=== controlador_display_7_segmentos ===
controlador_display_7_segmentos, wires at chosen ports, followed through buffers:
Scale bar: 20 um.
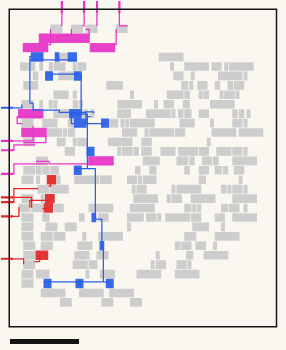

## config.mk

```make
export PLATFORM = sky130hd
export DESIGN_NAME = controlador_display_7_segmentos
export DESIGN_NICKNAME = d
export VERILOG_FILES = /design/src/rtl/controlador_display_7_segmentos.sv
export SDC_FILE = /design/constraint.sdc
export NUM_CORES = 1
export LEC_CHECK = 0
export CORE_ASPECT_RATIO = 1.2
export CORE_MARGIN = 2
export CORE_UTILIZATION = 30
export DETAILED_ROUTE_END_ITERATION = 16
export GPL_ROUTABILITY_DRIVEN = 0
export GPL_TIMING_DRIVEN = 0
export PLACE_DENSITY = 0.51
export SLEW_MARGIN = 0
export SYNTH_ARGS = -nofsm -noshare
export SYNTH_HDL_FRONTEND = slang
export SYNTH_SLANG_ARGS = --single-unit
```

## constraint.sdc

```tcl
create_clock -name i_Reloj -period 4.84 [get_ports i_Reloj]
set_input_delay 0.726 -clock i_Reloj [delete_from_list [all_inputs] [get_ports i_Reloj]]
set_output_delay 0.726 -clock i_Reloj [all_outputs]
set_load 0.05 [all_outputs]
```

## src/rtl/controlador_display_7_segmentos.sv

```systemverilog
// controlador_display_7_segmentos: time-multiplexed driver for a 4-digit common-anode 7-segment display
module controlador_display_7_segmentos #(
    parameter int REFRESH_DIV = 100000,
    parameter int CNT_W       = 24
) (
    input  logic       i_Reloj,
    input  logic       i_Reset,
    input  logic [3:0] i_Datos_0,
    input  logic [3:0] i_Datos_1,
    input  logic [3:0] i_Datos_2,
    input  logic [3:0] i_Datos_3,
    output logic [6:0] o_Segmentos,
    output logic [3:0] o_Anodo_4_Bits
);
    logic [CNT_W-1:0] cnt_q, cnt_d;
    logic [1:0]       idx_q, idx_d;
    logic [6:0]       seg_q, seg_d;
    logic [3:0]       an_q, an_d;
    logic [3:0]       nib;
    logic             wrap;

    // Prescaler: hold each digit for REFRESH_DIV cycles, then step to the next one
    always_comb begin
        wrap  = cnt_q == CNT_W'(REFRESH_DIV - 1);
        cnt_d = wrap ? '0 : cnt_q + 1'b1;
        idx_d = wrap ? idx_q + 2'd1 : idx_q;
        an_d  = ~(4'b0001 << idx_q);
        nib   = idx_q == 2'd0 ? i_Datos_0 :
                idx_q == 2'd1 ? i_Datos_1 :
                idx_q == 2'd2 ? i_Datos_2 : i_Datos_3;
    end

    // Hex-to-segment decode, active-low {g,f,e,d,c,b,a}
    always_comb begin
        seg_d = 7'b1111111;
        case (nib)
            4'h0: seg_d = 7'b1000000;
            4'h1: seg_d = 7'b1111001;
            4'h2: seg_d = 7'b0100100;
            4'h3: seg_d = 7'b0110000;
            4'h4: seg_d = 7'b0011001;
            4'h5: seg_d = 7'b0010010;
            4'h6: seg_d = 7'b0000010;
            4'h7: seg_d = 7'b1111000;
            4'h8: seg_d = 7'b0000000;
            4'h9: seg_d = 7'b0010000;
            4'hA: seg_d = 7'b0001000;
            4'hB: seg_d = 7'b0000011;
            4'hC: seg_d = 7'b1000110;
            4'hD: seg_d = 7'b0100001;
            4'hE: seg_d = 7'b0000110;
            4'hF: seg_d = 7'b0001110;
            default: seg_d = 7'b1111111;
        endcase
    end

    // State and registered outputs; reset blanks the display and restarts at digit 0
    always_ff @(posedge i_Reloj) begin
        if (i_Reset) begin
            cnt_q <= '0;
            idx_q <= '0;
            an_q  <= 4'b1111;
            seg_q <= 7'b1111111;
        end else begin
            cnt_q <= cnt_d;
            idx_q <= idx_d;
            an_q  <= an_d;
            seg_q <= seg_d;
        end
    end

    assign o_Segmentos    = seg_q;
    assign o_Anodo_4_Bits = an_q;
endmodule

```

=== hazard_ctrl ===
$ cat config.mk
export PLATFORM = sky130hd
export DESIGN_NAME = hazard_ctrl
export DESIGN_NICKNAME = d
export VERILOG_FILES = /design/src/rtl/core_pkg.sv /design/src/rtl/sat_counter.sv /design/src/rtl/hazard_ctrl.sv
export SDC_FILE = /design/constraint.sdc
export NUM_CORES = 1
export LEC_CHECK = 0
export CORE_MARGIN = 2
export CORE_UTILIZATION = 53
export DETAILED_ROUTE_END_ITERATION = 6
export GPL_TIMING_DRIVEN = 0
export PLACE_DENSITY = 0.86
export SYNTH_ARGS = -nofsm -noshare
export SYNTH_HDL_FRONTEND = slang
export SYNTH_SLANG_ARGS = --single-unit
$ cat constraint.sdc
create_clock -name clk -period 6.55 [get_ports clk]
set_clock_uncertainty 0.1 [all_clocks]
set_input_delay 1.6375 -clock clk [delete_from_list [all_inputs] [get_ports clk]]
set_output_delay 1.6375 -clock clk [all_outputs]
set_load 0.03 [all_outputs]
$ cat src/rtl/core_pkg.sv
// Shared types for the core pipeline control blocks.
// Holds the hazard controller state encoding and register-file constants.
package core_pkg;

    typedef enum logic [1:0] {
        RUN      = 2'd0,
        MEM_WAIT = 2'd1,
        ERROR    = 2'd2
    } hz_state_t;

    localparam logic [4:0] REG_X0 = 5'd0;

endpackage : core_pkg

$ cat src/rtl/sat_counter.sv
// Saturating up-counter with synchronous clear; clear wins over increment.
// Registered output, one cycle from inc/clr to new value; no backpressure.
module sat_counter #(
    parameter int W = 16
) (
    input  logic         clk,
    input  logic         reset_n,
    input  logic         inc,
    input  logic         clr,
    output logic [W-1:0] cnt
);

    logic [W-1:0] cnt_q;
    logic [W-1:0] cnt_d;

    always_comb begin
        cnt_d = cnt_q;
        if (clr) begin
            cnt_d = '0;
        end else if (inc && (cnt_q != '1)) begin
            cnt_d = cnt_q + W'(1);
        end
    end

    always_ff @(posedge clk or negedge reset_n) begin
        if (!reset_n) begin
            cnt_q <= '0;
        end else begin
            cnt_q <= cnt_d;
        end
    end

    assign cnt = cnt_q;

endmodule : sat_counter

$ cat src/rtl/hazard_ctrl.sv
// Pipeline stall/flush sequencing: load-use bubbles, branch flushes, dmem freeze, timeout trap.
// Control outputs are combinational (zero latency); err and perf counters are registered.
module hazard_ctrl
    import core_pkg::*;
#(
    parameter int MEM_TIMEOUT = 64,
    parameter int CNT_W       = 16
) (
    input  logic             clk,
    input  logic             reset_n,
    input  logic [4:0]       id_rs1,
    input  logic [4:0]       id_rs2,
    input  logic             id_uses_rs1,
    input  logic             id_uses_rs2,
    input  logic             ex_mem_re,
    input  logic [4:0]       ex_addr_rd,
    input  logic             ex_branch_taken,
    input  logic             mem_req,
    input  logic             dmem_ack,
    input  logic             cnt_clr,
    output logic             pc_en,
    output logic             if_id_en,
    output logic             if_id_flush,
    output logic             id_ex_en,
    output logic             id_ex_flush,
    output logic             ex_mem_en,
    output logic             err,
    output logic [CNT_W-1:0] stall_cycles,
    output logic [CNT_W-1:0] flush_count
);

    localparam int                WCNT_W    = $clog2(MEM_TIMEOUT + 1);
    localparam logic [WCNT_W-1:0] TIMEOUT_V = WCNT_W'(MEM_TIMEOUT);

    hz_state_t         state_q, state_d;
    logic [WCNT_W-1:0] wait_cnt_q, wait_cnt_d;
    logic              err_q, err_d;

    logic load_use;
    logic run_rows;
    logic branch_row;

    assign load_use = ex_mem_re && (ex_addr_rd != REG_X0) &&
                      ((id_uses_rs1 && (id_rs1 == ex_addr_rd)) ||
                       (id_uses_rs2 && (id_rs2 == ex_addr_rd)));

    always_comb begin
        state_d     = state_q;
        wait_cnt_d  = wait_cnt_q;
        err_d       = err_q;
        run_rows    = 1'b0;
        branch_row  = 1'b0;
        pc_en       = 1'b0;
        if_id_en    = 1'b0;
        if_id_flush = 1'b0;
        id_ex_en    = 1'b0;
        id_ex_flush = 1'b0;
        ex_mem_en   = 1'b0;

        case (state_q)
            RUN: begin
                if (mem_req && !dmem_ack) begin
                    state_d    = MEM_WAIT;
                    wait_cnt_d = WCNT_W'(1);
                end else begin
                    run_rows = 1'b1;
                end
            end
            MEM_WAIT: begin
                // The ack cycle itself is resolved as a normal RUN cycle.
                if (dmem_ack) begin
                    state_d    = RUN;
                    wait_cnt_d = '0;
                    run_rows   = 1'b1;
                end else if (wait_cnt_q == TIMEOUT_V) begin
                    state_d = ERROR;
                    err_d   = 1'b1;
                end else begin
                    wait_cnt_d = wait_cnt_q + WCNT_W'(1);
                end
            end
            ERROR: begin
                err_d = 1'b1;
            end
            default: begin
                state_d = ERROR;
                err_d   = 1'b1;
            end
        endcase

        if (run_rows) begin
            if (ex_branch_taken) begin
                // The killed ID instruction cannot cause a load-use stall.
                branch_row  = 1'b1;
                pc_en       = 1'b1;
                if_id_en    = 1'b1;
                if_id_flush = 1'b1;
                id_ex_en    = 1'b1;
                id_ex_flush = 1'b1;
                ex_mem_en   = 1'b1;
            end else if (load_use) begin
                id_ex_en    = 1'b1;
                id_ex_flush = 1'b1;
                ex_mem_en   = 1'b1;
            end else begin
                pc_en       = 1'b1;
                if_id_en    = 1'b1;
                id_ex_en    = 1'b1;
                ex_mem_en   = 1'b1;
            end
        end

        if (!reset_n) begin
            branch_row  = 1'b0;
            pc_en       = 1'b0;
            if_id_en    = 1'b0;
            if_id_flush = 1'b0;
            id_ex_en    = 1'b0;
            id_ex_flush = 1'b0;
            ex_mem_en   = 1'b0;
        end
    end

    always_ff @(posedge clk or negedge reset_n) begin
        if (!reset_n) begin
            state_q    <= RUN;
            wait_cnt_q <= '0;
            err_q      <= 1'b0;
        end else begin
            state_q    <= state_d;
            wait_cnt_q <= wait_cnt_d;
            err_q      <= err_d;
        end
    end

    assign err = err_q;

    sat_counter #(.W(CNT_W)) u_stall_cnt (
        .clk     (clk),
        .reset_n (reset_n),
        .inc     (!pc_en),
        .clr     (cnt_clr),
        .cnt     (stall_cycles)
    );

    sat_counter #(.W(CNT_W)) u_flush_cnt (
        .clk     (clk),
        .reset_n (reset_n),
        .inc     (branch_row),
        .clr     (cnt_clr),
        .cnt     (flush_count)
    );

endmodule : hazard_ctrl

controlador_display_7_segmentos, cell density map:
Scale bar: 20 um. 8 x 9 tiles, from white (low) to dark blue (high), 0 to 100% covered.
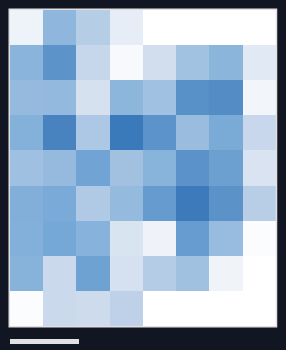
15% of the tiles are nearly empty. The fullest tile reaches 71%. The emptiest ninth of the die: lower right. The mean over all tiles is 32%. The densest ninth of the die: center.

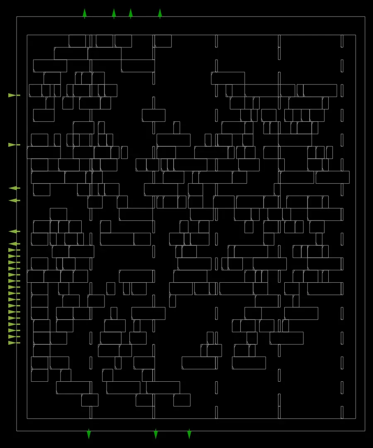
controlador_display_7_segmentos: placement view
Final Instance Count excl. Fillers: 324
FFs & Latches: 37

## Picture notes: 'wires at chosen ports, followed through buffers' of controlador_display_7_segmentos
Blue marks `i_Reset`, bits 1, direction input, end cells 15, buffers 2, wire 169 um. Red marks `i_Datos_1`, bits 4, direction input, end cells 4, buffers 4, wire 44.6 um. Magenta marks `o_Segmentos`, bits 7, direction output, end cells 7, buffers 7, wire 111 um.

==> flow_metrics.tcl, controlador_display_7_segmentos <==
# flow metrics
set metrics [dict create \
    globalRouteOverflowTotal 0 \
    vias_per_cell 4.55 \
    place_area_sq_mm 0.00228 \
    post_dr_wirelength_cell_um 11.5 \
    layout.nonclk_buf_frac 0.144 \
    worst-path-stages 12 \
    cts_made_buffers 5 \
    io_buffer_count 28 \
    synth_top_cell_by_area "sky130_fd_sc_hd__dfxtp_1" \
    outcome "completed" \
    drc_marker_count_from_the_first_detailed_route_iteration 62 \
    synth.cellmix.xorXnorShare 0.111 \
    grt_antenna_before_repair 0 \
    finalCoreUtilization 0.387 \
    stage_log_warnings 34 \
    timing.reg2reg.worst_path_depth 12 \
    grt_met3_usage 0.0358 \
    synth_compound_gate_area_share 0.0680 \
    grt_util_all_layers 0.117 \
    synth_nets 235 \
    netlist_instances 206 \
    flop_cell "sky130_fd_sc_hd__dfxtp_1" \
    grt_start_max_net_pins 11 \
    die-area_sq_mm 0.00697 \
    peakVddDrop_mv 0.0994 \
    busiest_layer "met2" \
    clock-sinks 37 \
    met1_usage 0.142 \
    critical_path.startpoint_type "flop" \
    route.layer.met1.wl_um 1710 \
    finalHoldWorstSlack_ps 467 \
    grt_pass1_vias 1456 \
    hold_path_depth 1 \
    timing.setup.tns_ps 0 \
    synthToLayoutAreaGrowth_pct 24.4 \
    maximum_buffer_depth_of_the_clock_tree 2 \
    r2r-end "o_Segmentos[3]" \
    critical_path.max_fanout 6 \
    inv_count 10 \
    critPathBufInv 4 \
    clock.latency.late_pin_ps 280 \
]
-- controlador_display_7_segmentos: power breakdown --
group | switching (uW) | internal, uW
logic | 43.2 | 36.1
clock network | 104 | 102
registers | 3.47 | 312
total | 151 | 450
-- controlador_display_7_segmentos: synthesized netlist by cell type, drive strengths merged (4+ instances only) --
library cell	n
ha	11
and4	5
nor2	34
nand4	5
nor3b	4
o21ai	4
dfxtp	37
nand2b	5
xnor2	14
xor2	10
nor3	4
nand2	8
inv	10
nand3	13
buf	7
mux2i	6
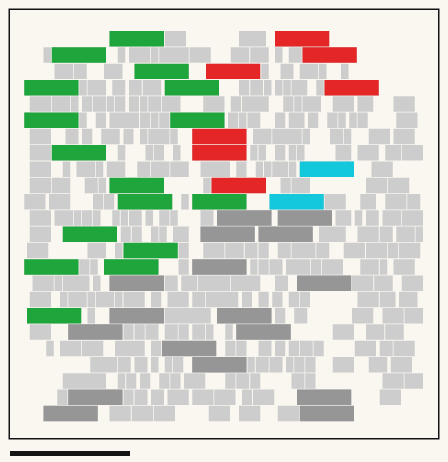
hazard_ctrl: register map, names as in the netlist
Scale bar: 20 um.
Cyan marks `state_q`, sequential cells 2. Red marks `wait_cnt_q`, sequential cells 7, where top center. Green marks `u_flush_cnt.cnt`, sequential cells 16.
Another 17 sequential cells are not colored.

==> flow_metrics.tcl, hazard_ctrl <==
# flow metrics
set metrics [dict create \
    outcome "completed" \
    n_multi_input_combinational_cell 203 \
    tapcell.inserted 52 \
    rsz0062_at_grt "no" \
    peakVddDrop_mv 0.118 \
    yosys-dominant-comb-family "simple AND/OR/NAND/NOR gates" \
    hold_path_startpoint "err" \
    num-nonclk-buffers 74 \
    dieHeight_um 71.4 \
    share_seq_of_total_power 0.544 \
    critical_path.max_fanout 3 \
    place_area_sq_mm 0.00310 \
    timing.final.hold_violations 0 \
    synth.most_common_cell "sky130_fd_sc_hd__dfrtp_1" \
    worst_path_max_delay_cell "sky130_fd_sc_hd__clkdlybuf4s50_1" \
    clockBufferCount 7 \
    ys_warn_count 0 \
    timing.max_slew.rel_slack 0.570 \
    placedCellCount 382 \
    layout_min_cycle_time_ps 5810 \
    placeableCoreArea_sq_mm 0.00435 \
    vias_per_cell 5.68 \
    fillerInstances 326 \
    critical_path.startpoint_type "primary input" \
    reg2reg_from "u_stall_cnt.cnt[0]" \
    stage_log_warnings 27 \
    synth_compound_gate_area_share 0.112 \
    flop_cell "sky130_fd_sc_hd__dfrtp_1" \
    dp_hpwl_um 4200 \
    grt_met3_usage 0.0647 \
    synth_top_cell_by_area "sky130_fd_sc_hd__dfrtp_1" \
    die_w_um 71.4 \
    cts_repair_resize_count 0 \
    clock.latency.late_pin_ps 300 \
    layout.nonclk_buf_frac 0.221 \
    min-delay-path-class "flop to flop" \
    grt_util_all_layers 0.233 \
    worst_slew_pin_slew_ps 645 \
    yosysSeqAreaShare 0.436 \
    power.sequential.total_uw 264 \
    post_synth.cell_area_avg_sq_um 9.00 \
    h-tree-depth 2 \
    syn-cell-area_sq_mm 0.00241 \
    synth_cell_types 42 \
    routed_wire_length_um 5710 \
]
## hazard_ctrl: worst paths after layout
| path | endpoint | slack (ps) |
|---|---|---|
| hold reg to reg | err | 380 |
| setup / recovery | pc_en | 740 |
| hold / removal | err | 380 |
| setup reg to reg | u_stall_cnt.cnt[9] | 4180 |
| max in group asynchronous | u_stall_cnt.cnt[11] | 4810 |
| min in group asynchronous | u_stall_cnt.cnt[2] | 1090 |
## hazard_ctrl: critical path: cells and delay by family
family	cells	cell delay [ps]
and+or+nand+nor	2	630
AOI/OAI and AO/OA	2	520
buffers and inverters	3	1280

=== gtrg_hdr_reader_flat ===
`src/rtl/gtrg_hdr_reader_pkg.sv`:
```
// Shared types and constants for the GTRG header reader.
// Build option: HDR_PARITY_EN appends a parity word to every header frame.
package gtrg_hdr_reader_pkg;

  typedef enum logic [2:0] {
    ST_IDLE = 3'd0,
    ST_ARM  = 3'd1,
    ST_CAPT = 3'd2,
    ST_SEND = 3'd3,
    ST_GAP  = 3'd4
  } hdr_st_t;

  localparam logic [3:0] HDR_MRK_L1A = 4'h9;
  localparam logic [3:0] HDR_MRK_BX  = 4'hA;
  localparam logic [3:0] HDR_MRK_PAR = 4'hF;

`ifdef HDR_PARITY_EN
  localparam int HDR_WORDS = 5;
`else
  localparam int HDR_WORDS = 4;
`endif

  localparam int               IDX_W    = 3;
  localparam logic [IDX_W-1:0] LAST_IDX = IDX_W'(HDR_WORDS - 1);

  // One popped FIFO entry together with the event number it was tagged with.
  typedef struct packed {
    logic [16:0] dav;
    logic [11:0] bx;
    logic [3:0]  cfebbx;
    logic [23:0] l1a;
  } hdr_cap_t;

  function automatic hdr_st_t maj_st(input hdr_st_t a, input hdr_st_t b, input hdr_st_t c);
    return hdr_st_t'((a & b) | (a & c) | (b & c));
  endfunction

endpackage

```
`src/rtl/gtrg_hdr_reader_if.sv`:
```
// FIFO read port plus header stream toward the DMB readout formatter.
interface gtrg_hdr_reader_if;
  logic        EMPTY_B;
  logic [16:0] DAVSOUT;
  logic [11:0] BXCOUNTOUT;
  logic [3:0]  CFEBBX;
  logic        POP;
  logic [15:0] DOUT;
  logic        DVALID;
  logic        DREADY;
  logic        DLAST;

  modport master (
    input  EMPTY_B, DAVSOUT, BXCOUNTOUT, CFEBBX, DREADY,
    output POP, DOUT, DVALID, DLAST
  );

  modport slave (
    output EMPTY_B, DAVSOUT, BXCOUNTOUT, CFEBBX, DREADY,
    input  POP, DOUT, DVALID, DLAST
  );
endinterface

```
`src/rtl/cbnce.sv`:
```
// Clock-enabled binary up counter with sync clear and optional triplicated storage.
module cbnce #(
  parameter int Width = 24,
  parameter int TMR   = 0
) (
  input  logic             CLK,
  input  logic             RST,
  input  logic             CLR,
  input  logic             CE,
  output logic [Width-1:0] Q
);
  localparam int NCOPY = (TMR != 0) ? 3 : 1;

  logic [NCOPY-1:0][Width-1:0] r_q;
  logic [Width-1:0]            w_q;

  generate
    if (TMR != 0) begin : g_vote
      assign w_q = (r_q[0] & r_q[1]) | (r_q[0] & r_q[2]) | (r_q[1] & r_q[2]);
    end else begin : g_one
      assign w_q = r_q[0];
    end
  endgenerate

  // Every copy reloads from the voted value, so a single upset heals in one cycle.
  always_ff @(posedge CLK or posedge RST) begin
    if (RST) begin
      r_q <= '0;
    end else begin
      for (int i = 0; i < NCOPY; i++) begin
        r_q[i] <= CLR ? '0 : (CE ? w_q + Width'(1) : w_q);
      end
    end
  end

  assign Q = w_q;
endmodule

```
`src/rtl/gtrg_hdr_reader_wordmux.sv`:
```
// Combinational header word selection from the captured entry and word index.
// Build option: HDR_PARITY_EN adds word 4 (XOR of the payloads of words 0-3).
module gtrg_hdr_wordmux
  import gtrg_hdr_reader_pkg::*;
(
  input  logic [IDX_W-1:0] i_idx,
  input  hdr_cap_t         i_cap,
  output logic [15:0]      o_word,
  output logic             o_last
);
  logic [15:0] w_w0, w_w1, w_w2, w_w3;

  assign w_w0 = {HDR_MRK_L1A, i_cap.l1a[11:0]};
  assign w_w1 = {HDR_MRK_L1A, i_cap.l1a[23:12]};
  assign w_w2 = {HDR_MRK_BX,  i_cap.bx};
  // MOVLP bits collapse to a single overlap flag; LCT bx bits are not carried.
  assign w_w3 = {HDR_MRK_BX, i_cap.cfebbx, i_cap.dav[16], i_cap.dav[0],
                 i_cap.dav[5:1], |i_cap.dav[10:6]};

  wire w_unused_lct = &{1'b0, i_cap.dav[15:11]};

`ifdef HDR_PARITY_EN
  logic [15:0] w_w4;
  assign w_w4 = {HDR_MRK_PAR, w_w0[11:0] ^ w_w1[11:0] ^ w_w2[11:0] ^ w_w3[11:0]};
`endif

  always_comb begin
    o_word = w_w0;
    case (i_idx)
      3'd1:    o_word = w_w1;
      3'd2:    o_word = w_w2;
      3'd3:    o_word = w_w3;
`ifdef HDR_PARITY_EN
      3'd4:    o_word = w_w4;
`endif
      default: o_word = w_w0;
    endcase
  end

  assign o_last = (i_idx == LAST_IDX);
endmodule

```
`src/rtl/gtrg_hdr_reader.sv`:
```
// Pops one GTRG FIFO entry per frame, tags it with the L1A number and streams a header.
// Build option: HDR_PARITY_EN selects the 5-word frame with trailing parity word.
module gtrg_hdr_reader
  import gtrg_hdr_reader_pkg::*;
#(
  parameter int TMR = 0
) (
  input  logic                     CLK,
  input  logic                     RST,
  input  logic                     L1ARST,
  gtrg_hdr_reader_if.master        HDR,
  output logic                     BUSY,
  output logic [23:0]              L1ACNT
);
  localparam int NCOPY = (TMR != 0) ? 3 : 1;

  hdr_st_t          r_st [NCOPY];
  hdr_st_t          w_st;
  logic [IDX_W-1:0] r_idx;
  logic             r_pop;
  logic             r_dvalid;
  logic             r_busy;
  hdr_cap_t         r_cap;
  logic [15:0]      w_word;
  logic             w_last;

  generate
    if (TMR != 0) begin : g_vote
      assign w_st = maj_st(r_st[0], r_st[1], r_st[2]);
    end else begin : g_one
      assign w_st = r_st[0];
    end
  endgenerate

  // The counter advances on the CAPT cycle, i.e. exactly when POP is high.
  cbnce #(.Width(24), .TMR(TMR)) u_l1a (
    .CLK (CLK),
    .RST (RST),
    .CLR (L1ARST),
    .CE  (r_pop),
    .Q   (L1ACNT)
  );

  always_ff @(posedge CLK or posedge RST) begin
    if (RST) begin
      r_st     <= '{default: ST_IDLE};
      r_idx    <= '0;
      r_pop    <= 1'b0;
      r_dvalid <= 1'b0;
      r_busy   <= 1'b0;
      r_cap    <= '0;
    end else begin
      case (w_st)
        ST_IDLE: begin
          if (HDR.EMPTY_B) begin
            r_st   <= '{default: ST_ARM};
            r_busy <= 1'b1;
          end
        end
        ST_ARM: begin
          r_st  <= '{default: ST_CAPT};
          r_pop <= 1'b1;
        end
        ST_CAPT: begin
          r_cap    <= '{dav: HDR.DAVSOUT, bx: HDR.BXCOUNTOUT, cfebbx: HDR.CFEBBX, l1a: L1ACNT};
          r_idx    <= '0;
          r_pop    <= 1'b0;
          r_dvalid <= 1'b1;
          r_st     <= '{default: ST_SEND};
        end
        ST_SEND: begin
          if (HDR.DREADY) begin
            if (r_idx == LAST_IDX) begin
              r_dvalid <= 1'b0;
              r_st     <= '{default: ST_GAP};
            end else begin
              r_idx <= r_idx + IDX_W'(1);
            end
          end
        end
        ST_GAP: begin
          r_busy <= 1'b0;
          r_st   <= '{default: ST_IDLE};
        end
        default: begin
          r_pop    <= 1'b0;
          r_dvalid <= 1'b0;
          r_busy   <= 1'b0;
          r_st     <= '{default: ST_IDLE};
        end
      endcase
    end
  end

  gtrg_hdr_wordmux u_mux (
    .i_idx  (r_idx),
    .i_cap  (r_cap),
    .o_word (w_word),
    .o_last (w_last)
  );

  assign HDR.POP    = r_pop;
  assign HDR.DVALID = r_dvalid;
  assign HDR.DOUT   = r_dvalid ? w_word : 16'h0000;
  assign HDR.DLAST  = r_dvalid & w_last;
  assign BUSY       = r_busy;
endmodule
```
`src/flat_wrapper.sv`:
```
// flat-port wrapper written by rule: the top's interface ports become plain ports
module gtrg_hdr_reader_flat import gtrg_hdr_reader_pkg::*;
#(
  parameter int TMR = 0
)
  (CLK, RST, L1ARST, BUSY, L1ACNT, HDR_EMPTY_B, HDR_DAVSOUT, HDR_BXCOUNTOUT, HDR_CFEBBX, HDR_DREADY, HDR_POP, HDR_DOUT, HDR_DVALID, HDR_DLAST);
  gtrg_hdr_reader_if HDR_i ();
  input  logic CLK;
  input  logic RST;
  input  logic L1ARST;
  output logic BUSY;
  output logic [23:0] L1ACNT;
  input wire logic [$bits(HDR_i.EMPTY_B)-1:0] HDR_EMPTY_B;
  input wire logic [$bits(HDR_i.DAVSOUT)-1:0] HDR_DAVSOUT;
  input wire logic [$bits(HDR_i.BXCOUNTOUT)-1:0] HDR_BXCOUNTOUT;
  input wire logic [$bits(HDR_i.CFEBBX)-1:0] HDR_CFEBBX;
  input wire logic [$bits(HDR_i.DREADY)-1:0] HDR_DREADY;
  output wire logic [$bits(HDR_i.POP)-1:0] HDR_POP;
  output wire logic [$bits(HDR_i.DOUT)-1:0] HDR_DOUT;
  output wire logic [$bits(HDR_i.DVALID)-1:0] HDR_DVALID;
  output wire logic [$bits(HDR_i.DLAST)-1:0] HDR_DLAST;
  assign HDR_i.EMPTY_B = HDR_EMPTY_B;
  assign HDR_i.DAVSOUT = HDR_DAVSOUT;
  assign HDR_i.BXCOUNTOUT = HDR_BXCOUNTOUT;
  assign HDR_i.CFEBBX = HDR_CFEBBX;
  assign HDR_i.DREADY = HDR_DREADY;
  assign HDR_POP = HDR_i.POP;
  assign HDR_DOUT = HDR_i.DOUT;
  assign HDR_DVALID = HDR_i.DVALID;
  assign HDR_DLAST = HDR_i.DLAST;
  gtrg_hdr_reader #(.TMR(TMR)) u_core (.CLK(CLK), .RST(RST), .L1ARST(L1ARST), .HDR(HDR_i), .BUSY(BUSY), .L1ACNT(L1ACNT));
endmodule
```
`config.mk`:
```
export PLATFORM = sky130hd
export DESIGN_NAME = gtrg_hdr_reader_flat
export DESIGN_NICKNAME = d
export VERILOG_FILES = /design/src/rtl/gtrg_hdr_reader_pkg.sv /design/src/rtl/gtrg_hdr_reader_if.sv /design/src/rtl/cbnce.sv /design/src/rtl/gtrg_hdr_reader_wordmux.sv /design/src/rtl/gtrg_hdr_reader.sv /design/src/flat_wrapper.sv
export SDC_FILE = /design/constraint.sdc
export NUM_CORES = 1
export LEC_CHECK = 0
export ABC_AREA = 1
export ABC_CLOCK_PERIOD_IN_PS = 5200
export CAP_MARGIN = 10
export CORE_MARGIN = 2
export CORE_UTILIZATION = 28
export DETAILED_ROUTE_END_ITERATION = 10
export PLACE_DENSITY_LB_ADDON = 0.15
export SETUP_SLACK_MARGIN = 0.1
export SYNTH_ARGS = -nofsm -noshare
export SYNTH_HDL_FRONTEND = slang
export SYNTH_HIERARCHICAL = 1
export SYNTH_SLANG_ARGS = --single-unit
```
`constraint.sdc`:
```
create_clock -name CLK -period 5.2 [get_ports CLK]
set_input_delay 1.3 -clock CLK [delete_from_list [all_inputs] [get_ports CLK]]
set_output_delay 1.3 -clock CLK [all_outputs]
set_load 0.05 [all_outputs]
```
==> flow_metrics.tcl <==
# flow metrics
set metrics [dict create \
    outcome "completed" \
    remaining_drc_errors 0 \
    io_buffer_count 75 \
    grt_pass1_vias 3855 \
    cpMostUsedCell "sky130_fd_sc_hd__nand2_1" \
    globalRouteOverflowTotal 0 \
    number_of_optimization_iterations_in_the_first_detailed_route_pass 4 \
    detailroute.via_count 3957 \
    worst_path_max_delay_cell "sky130_fd_sc_hd__clkdlybuf4s50_1" \
    r2r-end "u_core/r_cap[24]" \
    number_of_hold_buffers_added_after_cts 0 \
    p_clk_frac 0.255 \
    min_to "u_core/r_cap[6]" \
    switching_power_uw 1080 \
    grt_pass1_wl_um 20400 \
    clock.fmax_ghz 0.228 \
    cts_repair_resize_count 0 \
    power.share.switching 0.426 \
    seq_area_sq_mm 0.00213 \
    power_uw 2530 \
    most_used_logic_cell_in_the_final_layout "sky130_fd_sc_hd__nand2_1" \
]
## per-layer routing
| layer | up-vias | track usage | part of all wire |
|---|---|---|---|
| li1 | 2013 | - | - |
| met2 | 88 | 0.236 | 0.44 |
| met5 | - | 0 | 0 |
| met3 | 9 | 0.0299 | 0.055 |
| met4 | 0 | 0.0388 | 0.0087 |
| met1 | 1847 | 0.220 | 0.50 |
## sequential cells by signal (all words and copies together) (netlist names)
register	flops
u_core/r_idx	3
u_core/u_l1a/Q	24
u_core/r_st	3
u_core/BUSY	1
u_core/HDR.POP	1
u_core/HDR.DVALID	1
u_core/r_cap	52
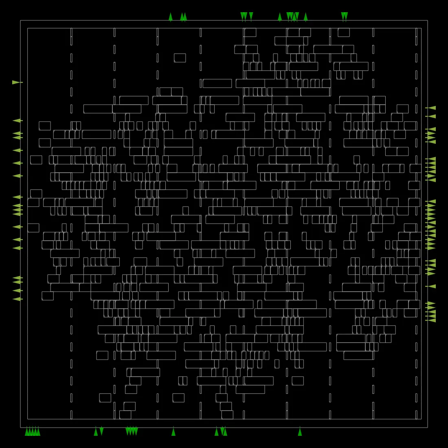
gtrg_hdr_reader_flat: placement view
utilization of the core after routing: 0.358
FFs & Latches: 85

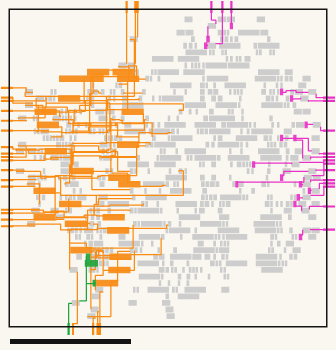
gtrg_hdr_reader_flat: wires at chosen ports, followed through buffers
Scale bar: 50 um.
Magenta marks `HDR_DOUT`, bits 16, direction output, end cells 16, buffers 15, wire 237 um. Orange marks `L1ACNT`, bits 24, direction output, end cells 24, buffers 24, wire 2,020 um. Green marks `L1ARST`, bits 1, direction input, end cells 4, buffers 1, wire 36.6 um.



==> screenshots <==
Power grid.
Plate I
Scale bar: 20 um. Pins as bars on the die edge. Tap cells in gray.
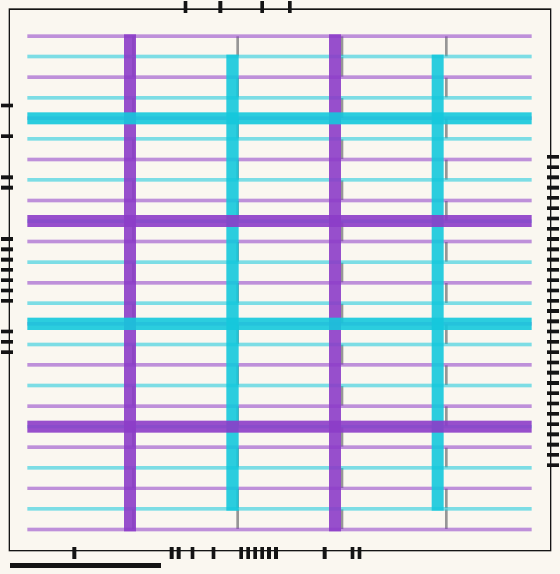
Plate II
Scale bar: 50 um. Pins as bars on the die edge. Tap cells in gray.
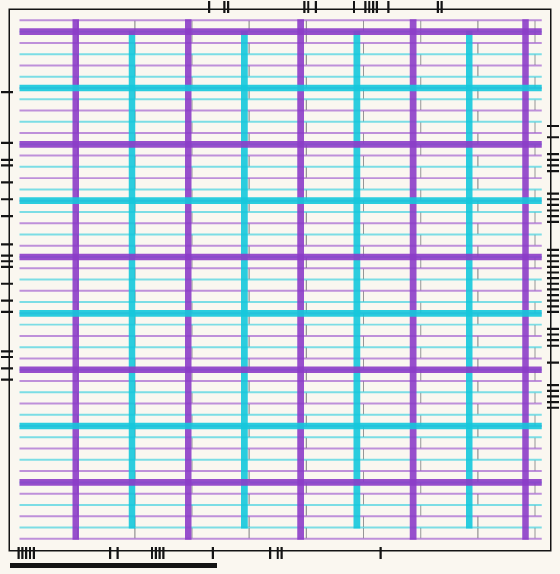
Plate III
Scale bar: 20 um. Pins as bars on the die edge. Tap cells in gray.
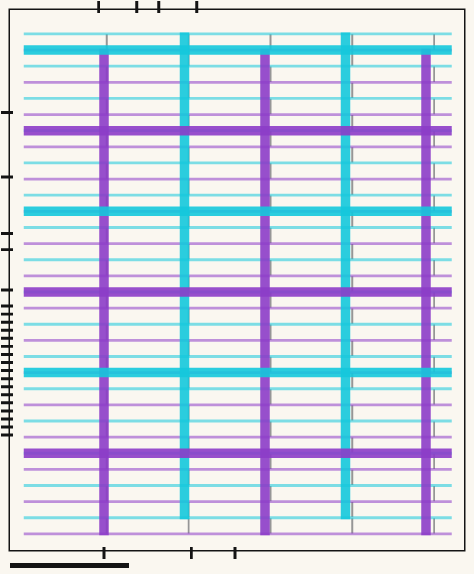
Plate II comes from gtrg_hdr_reader_flat.
Plate III comes from controlador_display_7_segmentos.
Plate I comes from hazard_ctrl.

Key to Plate II:
Purple marks VSS. Cyan marks VDD.
9 straps on met5. 82 signal pins sit on the boundary.

Power and IR drop assume default switching activity.
